=== uart_tx_arbiter ===
`src/rtl/uart_arb_pkg.sv`:
```
// Shared state encodings and defaults for the UART transmit arbiter.
// Used by uart_tx_arbiter and rr_pick.
package uart_arb_pkg;

    localparam int DEF_DATA_W = 8;

    typedef logic [1:0] state_t;

    localparam logic [1:0] IDLE      = 2'd0;
    localparam logic [1:0] LOAD      = 2'd1;
    localparam logic [1:0] WAIT_DONE = 2'd2;
    localparam logic [1:0] HOLD      = 2'd3;

endpackage

```
`src/rtl/uart_tx_arbiter_rr_pick.sv`:
```
// Combinational round-robin picker: first set request after ptr,
// wrapping modulo N, returned as one-hot, index and any-flag.
module rr_pick
    import uart_arb_pkg::*;
#(
    parameter int N  = 4,
    parameter int IW = $clog2(N)
) (
    input  logic [N-1:0]  req,
    input  logic [IW-1:0] ptr,
    output logic [N-1:0]  gnt,
    output logic [IW-1:0] idx,
    output logic          any
);

    // Scan farthest-first so the nearest candidate after ptr wins.
    always_comb begin
        int j;
        gnt = '0;
        idx = '0;
        any = 1'b0;
        j   = 0;
        for (int k = N; k >= 1; k--) begin
            j = int'(ptr) + k;
            if (j >= N) begin
                j = j - N;
            end
            if (req[j[IW-1:0]]) begin
                gnt             = '0;
                gnt[j[IW-1:0]]  = 1'b1;
                idx             = j[IW-1:0];
                any             = 1'b1;
            end
        end
    end

endmodule

```
`src/rtl/uart_tx_arbiter.sv`:
```
// Round-robin arbiter sharing one UART byte transmitter, locking per packet.
// Optional lock-release timeout in HOLD: define UART_ARB_TIMEOUT_EN.
module uart_tx_arbiter
    import uart_arb_pkg::*;
#(
    parameter int N_REQ  = 4,
    parameter int DATA_W = DEF_DATA_W
`ifdef UART_ARB_TIMEOUT_EN
    ,
    parameter int TIMEOUT_CYC = 1024
`endif
) (
    input  logic                     clk,
    input  logic                     rst,
    input  logic [N_REQ-1:0]         req_valid,
    input  logic [N_REQ*DATA_W-1:0]  req_data,
    input  logic [N_REQ-1:0]         req_last,
    output logic [N_REQ-1:0]         req_ready,
    output logic                     tx_start,
    output logic [DATA_W-1:0]        tx_data,
    input  logic                     tx_busy,
    input  logic                     tx_done,
    output logic [$clog2(N_REQ)-1:0] grant_id,
    output logic                     grant_active
);

    localparam int IW = $clog2(N_REQ);

    state_t            state_q, state_d;
    logic [IW-1:0]     ptr_q, ptr_d;
    logic [IW-1:0]     grant_id_q, grant_id_d;
    logic [N_REQ-1:0]  req_ready_q, req_ready_d;
    logic [DATA_W-1:0] tx_data_q, tx_data_d;
    logic              tx_start_q, tx_start_d;
    logic              grant_active_q, grant_active_d;
    logic              last_q, last_d;

    logic [N_REQ-1:0]  pick_gnt, owner_oh, take_oh;
    logic [IW-1:0]     pick_idx, take_idx;
    logic              pick_any, owner_valid, take;

    rr_pick #(
        .N  (N_REQ),
        .IW (IW)
    ) u_pick (
        .req (req_valid),
        .ptr (ptr_q),
        .gnt (pick_gnt),
        .idx (pick_idx),
        .any (pick_any)
    );

    always_comb begin
        owner_oh             = '0;
        owner_oh[grant_id_q] = 1'b1;
    end

    assign owner_valid = req_valid[grant_id_q];

`ifdef UART_ARB_TIMEOUT_EN
    localparam int TMO_W = $clog2(TIMEOUT_CYC + 1);
    logic [TMO_W-1:0] tmo_q, tmo_d;
`endif

    always_comb begin
        state_d        = state_q;
        ptr_d          = ptr_q;
        grant_id_d     = grant_id_q;
        grant_active_d = grant_active_q;
        tx_data_d      = tx_data_q;
        last_d         = last_q;
        tx_start_d     = 1'b0;
        req_ready_d    = '0;
        take           = 1'b0;
        take_idx       = grant_id_q;
        take_oh        = owner_oh;
`ifdef UART_ARB_TIMEOUT_EN
        tmo_d          = '0;
`endif
        unique case (state_q)
            IDLE: begin
                if (pick_any && !tx_busy) begin
                    take     = 1'b1;
                    take_idx = pick_idx;
                    take_oh  = pick_gnt;
                end
            end
            LOAD: begin
                if (owner_valid && !tx_busy) begin
                    take = 1'b1;
                end else begin
                    state_d = HOLD;
                end
            end
            HOLD: begin
                if (owner_valid && !tx_busy) begin
                    take = 1'b1;
                end
`ifdef UART_ARB_TIMEOUT_EN
                // Owner idle too long: give the transmitter back.
                if (!owner_valid) begin
                    if (tmo_q == TMO_W'(TIMEOUT_CYC - 1)) begin
                        ptr_d          = grant_id_q;
                        grant_active_d = 1'b0;
                        state_d        = IDLE;
                    end else begin
                        tmo_d = tmo_q + 1'b1;
                    end
                end
`endif
            end
            WAIT_DONE: begin
                if (tx_done) begin
                    if (last_q) begin
                        ptr_d          = grant_id_q;
                        grant_active_d = 1'b0;
                        state_d        = IDLE;
                    end else begin
                        state_d = HOLD;
                    end
                end
            end
            default: state_d = IDLE;
        endcase

        if (take) begin
            tx_data_d      = req_data[take_idx*DATA_W +: DATA_W];
            last_d         = req_last[take_idx];
            tx_start_d     = 1'b1;
            req_ready_d    = take_oh;
            grant_id_d     = take_idx;
            grant_active_d = 1'b1;
            state_d        = WAIT_DONE;
        end
    end

    always_ff @(posedge clk or posedge rst) begin
        if (rst) begin
            state_q        <= IDLE;
            ptr_q          <= IW'(N_REQ - 1);
            grant_id_q     <= '0;
            grant_active_q <= 1'b0;
            tx_data_q      <= '0;
            last_q         <= 1'b0;
            tx_start_q     <= 1'b0;
            req_ready_q    <= '0;
        end else begin
            state_q        <= state_d;
            ptr_q          <= ptr_d;
            grant_id_q     <= grant_id_d;
            grant_active_q <= grant_active_d;
            tx_data_q      <= tx_data_d;
            last_q         <= last_d;
            tx_start_q     <= tx_start_d;
            req_ready_q    <= req_ready_d;
        end
    end

`ifdef UART_ARB_TIMEOUT_EN
    always_ff @(posedge clk or posedge rst) begin
        if (rst) begin
            tmo_q <= '0;
        end else begin
            tmo_q <= tmo_d;
        end
    end
`endif

    assign req_ready    = req_ready_q;
    assign tx_start     = tx_start_q;
    assign tx_data      = tx_data_q;
    assign grant_id     = grant_id_q;
    assign grant_active = grant_active_q;

endmodule

```
`config.mk`:
```
export PLATFORM = sky130hd
export DESIGN_NAME = uart_tx_arbiter
export DESIGN_NICKNAME = d
export VERILOG_FILES = /design/src/rtl/uart_arb_pkg.sv /design/src/rtl/uart_tx_arbiter_rr_pick.sv /design/src/rtl/uart_tx_arbiter.sv
export SDC_FILE = /design/constraint.sdc
export NUM_CORES = 1
export LEC_CHECK = 0
export ABC_AREA = 1
export ABC_CLOCK_PERIOD_IN_PS = 3480
export CAP_MARGIN = 15
export CORE_MARGIN = 1
export CORE_UTILIZATION = 47
export CTS_BUF_LIST = sky130_fd_sc_hd__clkbuf_16
export DETAILED_ROUTE_END_ITERATION = 7
export PLACE_DENSITY_LB_ADDON = 0.08
export SLEW_MARGIN = 20
export SYNTH_ARGS = -nofsm -noshare
export SYNTH_HDL_FRONTEND = slang
export SYNTH_SLANG_ARGS = --single-unit
```
`constraint.sdc`:
```
create_clock -name clk -period 3.48 [get_ports clk]
set_clock_uncertainty 0.15 [all_clocks]
set_input_delay 0.696 -clock clk [delete_from_list [all_inputs] [get_ports clk]]
set_output_delay 0.696 -clock clk [all_outputs]
set_load 0.01 [all_outputs]
```
=== phy_tx_striper ===
**src/rtl/phy_tx_striper.sv**
```systemverilog
// Byte striper for the PHY TX path: buffers DATA_W-bit words in a small FIFO and
// spreads their bytes MSB-first over LANES byte lanes, with a runtime x1 fallback.
module phy_tx_striper #(
    parameter int         DATA_W   = 32,
    parameter int         LANES    = 2,
    parameter int         DEPTH    = 4,
    parameter logic [7:0] IDLE_SYM = 8'hBC
) (
    input  logic                       clk_32f,
    input  logic                       reset,
    input  logic [DATA_W-1:0]          data_in,
    input  logic                       valid_in,
    output logic                       ready_in,
    input  logic                       x1_mode,
    output logic [LANES*8-1:0]         data_out,
    output logic [LANES-1:0]           valid_out,
    output logic [$clog2(DEPTH+1)-1:0] fifo_count,
    output logic                       busy
);

    localparam int BYTES = DATA_W / 8;
    localparam int BEATS = BYTES / LANES;
    localparam int PTR_W = $clog2(DEPTH);
    localparam int CNT_W = $clog2(DEPTH + 1);
    localparam int IDX_W = (BYTES > 1) ? $clog2(BYTES) : 1;

    localparam logic [IDX_W-1:0] LAST_N  = IDX_W'(BEATS - 1);
    localparam logic [IDX_W-1:0] LAST_X1 = IDX_W'(BYTES - 1);

    typedef enum logic {
        IDLE,
        SEND
    } state_t;

    logic [DATA_W-1:0] mem [DEPTH];
    logic [PTR_W-1:0]  wr_ptr;
    logic [PTR_W-1:0]  rd_ptr;
    logic [CNT_W-1:0]  count;
    logic              push;
    logic              pop;
    logic              empty;
    logic              full;
    logic [DATA_W-1:0] head;

    state_t            state;
    state_t            state_next;
    logic [DATA_W-1:0] word_reg;
    logic              x1_reg;
    logic [IDX_W-1:0]  beat_idx;
    logic [IDX_W-1:0]  last_idx;
    logic              load;
    logic              advance;

    logic [DATA_W-1:0] src_word;
    logic              src_x1;
    logic [IDX_W-1:0]  src_idx;
    logic [LANES*8-1:0] beat_data;
    logic [LANES-1:0]  beat_valid;

    assign full       = (count == CNT_W'(DEPTH));
    assign empty      = (count == '0);
    assign ready_in   = !full;
    assign push       = valid_in && !full;
    assign fifo_count = count;
    assign head       = mem[rd_ptr];

    // Storage has no reset; the pointers and count alone define what is valid.
    always_ff @(posedge clk_32f) begin
        if (push) begin
            mem[wr_ptr] <= data_in;
        end
    end

    always_ff @(posedge clk_32f or negedge reset) begin
        if (!reset) begin
            wr_ptr <= '0;
            rd_ptr <= '0;
            count  <= '0;
        end else begin
            if (push) begin
                wr_ptr <= wr_ptr + 1'b1;
            end
            if (pop) begin
                rd_ptr <= rd_ptr + 1'b1;
            end
            case ({push, pop})
                2'b10:   count <= count + 1'b1;
                2'b01:   count <= count - 1'b1;
                default: count <= count;
            endcase
        end
    end

    always_ff @(posedge clk_32f or negedge reset) begin
        if (!reset) begin
            state <= IDLE;
        end else begin
            state <= state_next;
        end
    end

    // A pop on the last beat loads the next word directly, so words run back to back.
    always_comb begin
        state_next = state;
        pop        = 1'b0;
        load       = 1'b0;
        advance    = 1'b0;
        last_idx   = x1_reg ? LAST_X1 : LAST_N;
        case (state)
            IDLE: begin
                if (!empty) begin
                    pop        = 1'b1;
                    load       = 1'b1;
                    state_next = SEND;
                end
            end
            SEND: begin
                if (beat_idx == last_idx) begin
                    if (!empty) begin
                        pop  = 1'b1;
                        load = 1'b1;
                    end else begin
                        state_next = IDLE;
                    end
                end else begin
                    advance = 1'b1;
                end
            end
        endcase
    end

    // Builds the beat that the next edge will register; beat 0 comes straight from the FIFO head.
    always_comb begin
        src_word   = load ? head : word_reg;
        src_x1     = load ? x1_mode : x1_reg;
        src_idx    = load ? '0 : beat_idx + 1'b1;
        beat_data  = {LANES{IDLE_SYM}};
        beat_valid = '0;
        if (load || advance) begin
            if (src_x1) begin
                beat_valid = LANES'(1);
            end else begin
                beat_valid = '1;
            end
            for (int b = 0; b < BYTES; b++) begin
                if (src_x1) begin
                    if (b == int'(src_idx)) begin
                        beat_data[7:0] = src_word[DATA_W-1-8*b -: 8];
                    end
                end else if ((b / LANES) == int'(src_idx)) begin
                    beat_data[8*(b % LANES) +: 8] = src_word[DATA_W-1-8*b -: 8];
                end
            end
        end
    end

    always_ff @(posedge clk_32f or negedge reset) begin
        if (!reset) begin
            word_reg  <= '0;
            x1_reg    <= 1'b0;
            beat_idx  <= '0;
            busy      <= 1'b0;
            data_out  <= {LANES{IDLE_SYM}};
            valid_out <= '0;
        end else begin
            if (load) begin
                word_reg <= head;
                x1_reg   <= x1_mode;
                beat_idx <= '0;
            end else if (advance) begin
                beat_idx <= beat_idx + 1'b1;
            end
            busy      <= (state_next == SEND);
            data_out  <= beat_data;
            valid_out <= beat_valid;
        end
    end

endmodule

```
**config.mk**
```make
export PLATFORM = sky130hd
export DESIGN_NAME = phy_tx_striper
export DESIGN_NICKNAME = d
export VERILOG_FILES = /design/src/rtl/phy_tx_striper.sv
export SDC_FILE = /design/constraint.sdc
export NUM_CORES = 1
export LEC_CHECK = 0
export CAP_MARGIN = 20
export CORE_MARGIN = 5
export CORE_UTILIZATION = 30
export DETAILED_ROUTE_END_ITERATION = 16
export GPL_TIMING_DRIVEN = 0
export PLACE_DENSITY = 0.58
export SKIP_CTS_REPAIR_TIMING = 1
export SLEW_MARGIN = 15
export SYNTH_ARGS = -nofsm -noshare
export SYNTH_HDL_FRONTEND = slang
export SYNTH_SLANG_ARGS = --single-unit
```
**constraint.sdc**
```tcl
create_clock -name clk_32f -period 3.07 [get_ports clk_32f]
set_clock_uncertainty 0.2 [all_clocks]
set_input_delay 0.614 -clock clk_32f [delete_from_list [all_inputs] [get_ports clk_32f]]
set_output_delay 0.614 -clock clk_32f [all_outputs]
set_load 0.01 [all_outputs]
```
=== mux4_rr_arbiter ===
## src/rtl/mux4_rr_arbiter_pkg.sv

```systemverilog
// Shared definitions for the four-requester round-robin mux arbiter:
// FSM encoding, requester count and the rotating-priority search.
package mux4_rr_arbiter_pkg;

  localparam int NUM_REQ = 4;

  typedef enum logic {
    ST_IDLE   = 1'b0,
    ST_LOCKED = 1'b1
  } state_t;

  // Returns {found, index}: first valid requester after ptr, wrapping, ptr itself last.
  function automatic logic [2:0] rr_pick(input logic [NUM_REQ-1:0] valid,
                                         input logic [1:0] ptr);
    logic [2:0] result;
    logic [1:0] idx;
    result = {1'b0, ptr};
    for (int k = NUM_REQ; k >= 1; k--) begin
      idx = ptr + 2'(k);
      if (valid[idx]) result = {1'b1, idx};
    end
    return result;
  endfunction

endpackage

```

## src/rtl/mux4_rr_arbiter_mux4.sv

```systemverilog
// Four-way WIDTH-bit data selector shared by all requesters.
module mux4 #(
  parameter int WIDTH = 8
) (
  input  logic [WIDTH-1:0] din0,
  input  logic [WIDTH-1:0] din1,
  input  logic [WIDTH-1:0] din2,
  input  logic [WIDTH-1:0] din3,
  input  logic [1:0]       sel,
  output logic [WIDTH-1:0] dout
);

  always_comb begin
    unique case (sel)
      2'd0:    dout = din0;
      2'd1:    dout = din1;
      2'd2:    dout = din2;
      default: dout = din3;
    endcase
  end

endmodule

```

## src/rtl/mux4_rr_arbiter.sv

```systemverilog
// Merges four valid/ready streams into one registered output through a shared mux4,
// with round-robin arbitration that holds a grant for the whole burst.
module mux4_rr_arbiter
  import mux4_rr_arbiter_pkg::*;
#(
  parameter int WIDTH = 8
) (
  input  logic             clk,
  input  logic             rst,
  input  logic [3:0]       in_valid,
  input  logic [3:0]       in_last,
  input  logic [WIDTH-1:0] din0,
  input  logic [WIDTH-1:0] din1,
  input  logic [WIDTH-1:0] din2,
  input  logic [WIDTH-1:0] din3,
  output logic [3:0]       in_ready,
  output logic             out_valid,
  output logic [WIDTH-1:0] out_data,
  output logic             out_last,
  output logic [1:0]       out_src,
  input  logic             out_ready
);

  state_t           state_reg, state_next;
  logic [1:0]       rr_ptr_reg, rr_ptr_next;
  logic [1:0]       lock_src_reg, lock_src_next;
  logic [1:0]       sel;
  logic [2:0]       arb_pick;
  logic             slot_free;
  logic             accept;
  logic [WIDTH-1:0] mux_dout;

  mux4 #(.WIDTH(WIDTH)) u_mux4 (
    .din0 (din0),
    .din1 (din1),
    .din2 (din2),
    .din3 (din3),
    .sel  (sel),
    .dout (mux_dout)
  );

  always_ff @(posedge clk or posedge rst) begin
    if (rst) begin
      state_reg    <= ST_IDLE;
      rr_ptr_reg   <= 2'd3;
      lock_src_reg <= 2'd0;
    end else begin
      state_reg    <= state_next;
      rr_ptr_reg   <= rr_ptr_next;
      lock_src_reg <= lock_src_next;
    end
  end

  // Pointer moves only when a burst completes; a lock freezes arbitration.
  always_comb begin
    state_next    = state_reg;
    rr_ptr_next   = rr_ptr_reg;
    lock_src_next = lock_src_reg;
    if (accept) begin
      if (state_reg == ST_IDLE) begin
        if (in_last[sel]) begin
          rr_ptr_next = sel;
        end else begin
          state_next    = ST_LOCKED;
          lock_src_next = sel;
        end
      end else if (in_last[sel]) begin
        state_next  = ST_IDLE;
        rr_ptr_next = lock_src_reg;
      end
    end
  end

  always_comb begin
    arb_pick  = rr_pick(in_valid, rr_ptr_reg);
    sel       = (state_reg == ST_LOCKED) ? lock_src_reg : arb_pick[1:0];
    slot_free = ~out_valid | out_ready;
  end

  // While locked the owner sees ready even when idle, so a gap costs no re-arbitration.
  for (genvar gi = 0; gi < NUM_REQ; gi++) begin : g_ready
    assign in_ready[gi] = ~rst & slot_free & (sel == 2'(gi)) &
                          ((state_reg == ST_LOCKED) | in_valid[gi]);
  end

  assign accept = |(in_valid & in_ready);

  always_ff @(posedge clk or posedge rst) begin
    if (rst) begin
      out_valid <= 1'b0;
      out_data  <= '0;
      out_last  <= 1'b0;
      out_src   <= 2'd0;
    end else if (accept) begin
      out_valid <= 1'b1;
      out_data  <= mux_dout;
      out_last  <= in_last[sel];
      out_src   <= sel;
    end else if (out_ready) begin
      out_valid <= 1'b0;
    end
  end

endmodule

```

## config.mk

```make
export PLATFORM = sky130hd
export DESIGN_NAME = mux4_rr_arbiter
export DESIGN_NICKNAME = d
export VERILOG_FILES = /design/src/rtl/mux4_rr_arbiter_pkg.sv /design/src/rtl/mux4_rr_arbiter_mux4.sv /design/src/rtl/mux4_rr_arbiter.sv
export SDC_FILE = /design/constraint.sdc
export NUM_CORES = 1
export LEC_CHECK = 0
export CAP_MARGIN = 20
export CORE_UTILIZATION = 39
export DETAILED_ROUTE_END_ITERATION = 10
export PLACE_DENSITY = 0.83
export SYNTH_ARGS = -nofsm -noshare
export SYNTH_HDL_FRONTEND = slang
export SYNTH_SLANG_ARGS = --single-unit
export TNS_END_PERCENT = 1
```

## constraint.sdc

```tcl
create_clock -name clk -period 2.2 [get_ports clk]
set_input_delay 0.44 -clock clk [delete_from_list [all_inputs] [get_ports clk]]
set_output_delay 0.44 -clock clk [all_outputs]
set_load 0.005 [all_outputs]
```

Fig. 1: mux4_rr_arbiter, clock routing
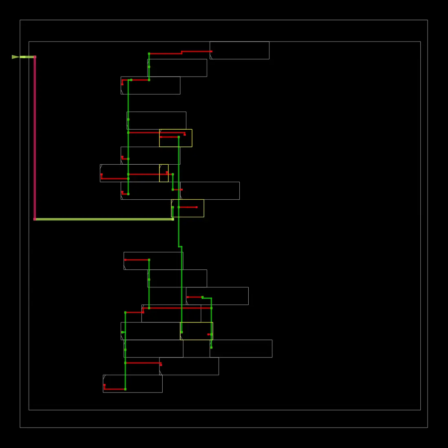
Num CTS Buffers: 3
clk pwr: 0.227 mW
Post-Route Skew: 2.96 ps

==> flow_summary.yaml, mux4_rr_arbiter <==
# implementation run metrics
outcome:
  failed_checks: "negative setup slack"
  outcome: "finished, violations left"
detailed_routing:
  via_per_inst: 5.55
  top_layer_used: "met4"
place:
  place_congestion: 0.868
  io_buffers: 58
layout:
  seq_cells: 17
  layout_top_cell: "clkdlybuf4s50_1"
  final_area_um2: 2640
  comb_area_frac: 0.409
power:
  vdd.ir_drop.worst_mv: 0.929
  p_seq_frac: 0.183
yosys:
  ys_seq_frac: 0.293
  yosysWarnings: 0
  top_cell: "mux2i_1"
  synth-edff-count: 0
  netlist_instances: 151
critical_path:
  worst-path-stages: 8
  crit_arrival_ps: 2550
  critPathCaptureType: "flip-flop"
worst_hold_path:
  min_path_cells: 1
final_timing:
  hold_ws_ps: 507
  layout_setup_ws_ps: -186
  setup_viol: 20
floorplan:
  core-area_um2: 3470
  num_rows: 21
job:
  maxCapViolations: 0
global_routing:
  use_met1: 0.272
clock_network:
  clock_sinks: 17
  clock_latency_ps: 250
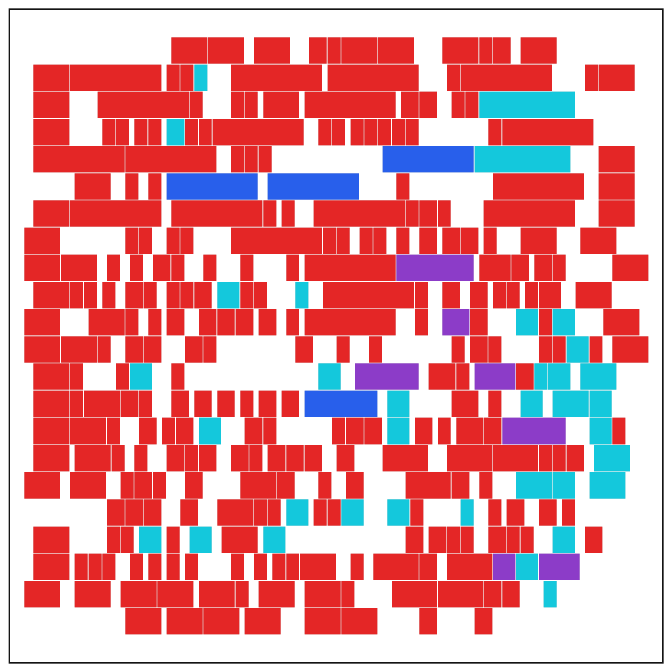
Fig. 2. Sizing map (uart_tx_arbiter).
| colour | size | cells | share |
|---|---|---|---|
| red | x1 and smaller | 289 | 86% |
| purple | x3 and x4 | 7 | 2.1% |
| cyan | x2 | 35 | 10% |
| blue | x6 and larger | 4 | 1.2% |

==> flow_summary.yaml, uart_tx_arbiter <==
# implementation run metrics
detailed_routing:
  via_per_inst: 5.05
  finalWirelength_mm: 4.63
clock_network:
  h-tree-depth: 1
  cts_root_buf: "clkbuf_16"
  numCtsBuffers: 3
power:
  sw_frac_of_total: 0.492
  p_seq_frac: 0.226
final_timing:
  rsz0062_at_grt: "false"
  tns_ps: 0
outcome:
  outcome: "complete, no violations"
floorplan:
  die_h_um: 65.3
yosys:
  ys_chip_area_um2: 1880
  common_cells: "nand2_1, inv_1, nand3_1"
  ys_sh_aoi: 0.0785
  fp_nets: 330
  yosys.area_share.simple: 0.432
  ys_top_cells_by_area: "dfrtp_1, nand2_1, nand3_1"
  yosysWarnings: 0
layout:
  largest_register_ffs: 8
  layout-drive-gt1-share: 0.137
critical_path:
  crit_type: "flip-flop to flip-flop"
  worstPathCellList: "inv_2, ha_1, inv_1, nand3_2, nand2_4, inv_4, nand2_2, nand2_1, nand2_2, nand3_4, nand2_8, nand2_1, nand3_1, nand2_1, nand2_1, nand2_1"
global_routing:
  grtUsageMet2: 0.427
  first_global_vias: 1857
place:
  placed_cell_area_um2: 2460
Fig. 3: phy_tx_striper, cell classes on the final placement
Bar = 50 µm.
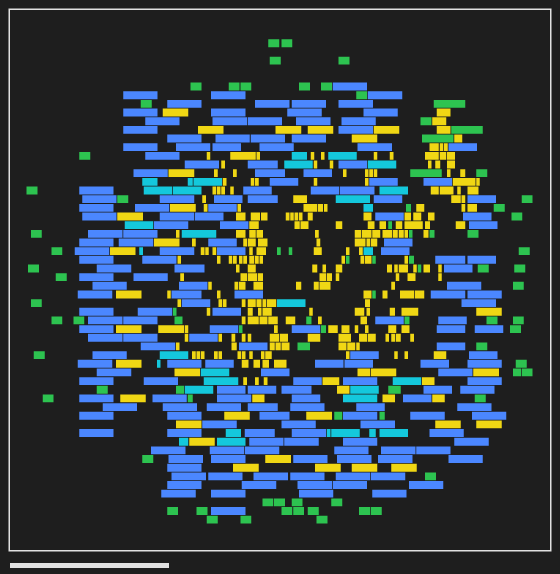
| colour | class | cells | share of their area |
|---|---|---|---|
| green | remaining buffers and delay cells | 85 | 9.0% |
| blue | registers | 189 | 60% |
| cyan | clock drivers and dummy loads | 32 | 7.1% |
| yellow | remaining logic cells | 272 | 24% |
fraction of area in registers: 0.574
Core ar.: 25,100 µm²
design area: 9380 µm²

==> flow_summary.yaml, phy_tx_striper <==
# implementation run metrics
outcome:
  outcome: "complete, no violations"
global_routing:
  grt_usage: 0.125
  gr-usage-met3: 0.0338
final_timing:
  setup_viol: 0
  tightest_slew_ps: 796
  slew_violations: 0
layout:
  fillers: 2377
  comb_area_frac: 0.222
  stdcell_count: 908
  n_antenna_cell: 0
  logic_area_um2: 2080
  final-nonclk-buf-share: 0.0864
  layout_top_cell: "edfxtp_1"
yosys:
  fp_nets: 527
  common_cells: "edfxtp_1, nand2_1, dfrtp_1"
  yosys.area_share.simple: 0.0695
  synthArstFlopShare: 0.323
power:
  powerDensity_nw_per_um2: 1120
  p_seq_frac: 0.376
critical_path:
  cp-startpoint: "fifo_count[0]"
  cpPeakStageDelay_ps: 470
  crit_buf_inv: 5
  r2r_start: "fifo_count[0]"
job:
  tool_warnings: 29
place:
  dp_slack_ps: -219
clock_network:
  clockBufferDepth: 2
detailed_routing:
  via_per_inst: 4.84
  wl_met1_mm: 7.76


==> screenshots <==
The metal 1 layer.
Supply wires on this layer in grey.
image #1
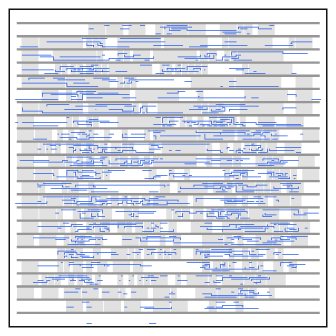
image #2
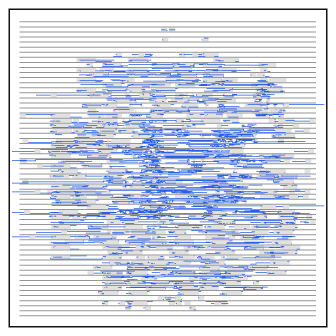
image #3
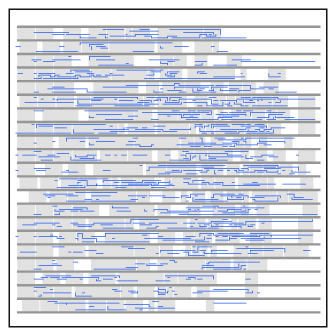
image #1: uart_tx_arbiter
image #3: mux4_rr_arbiter
image #2: phy_tx_striper

Key to image #2:
main direction: horizontal
longest straight run: 46.9 µm
share of all routed wire: 45%

No activity file was given, so power comes from the tool's default toggle rates.
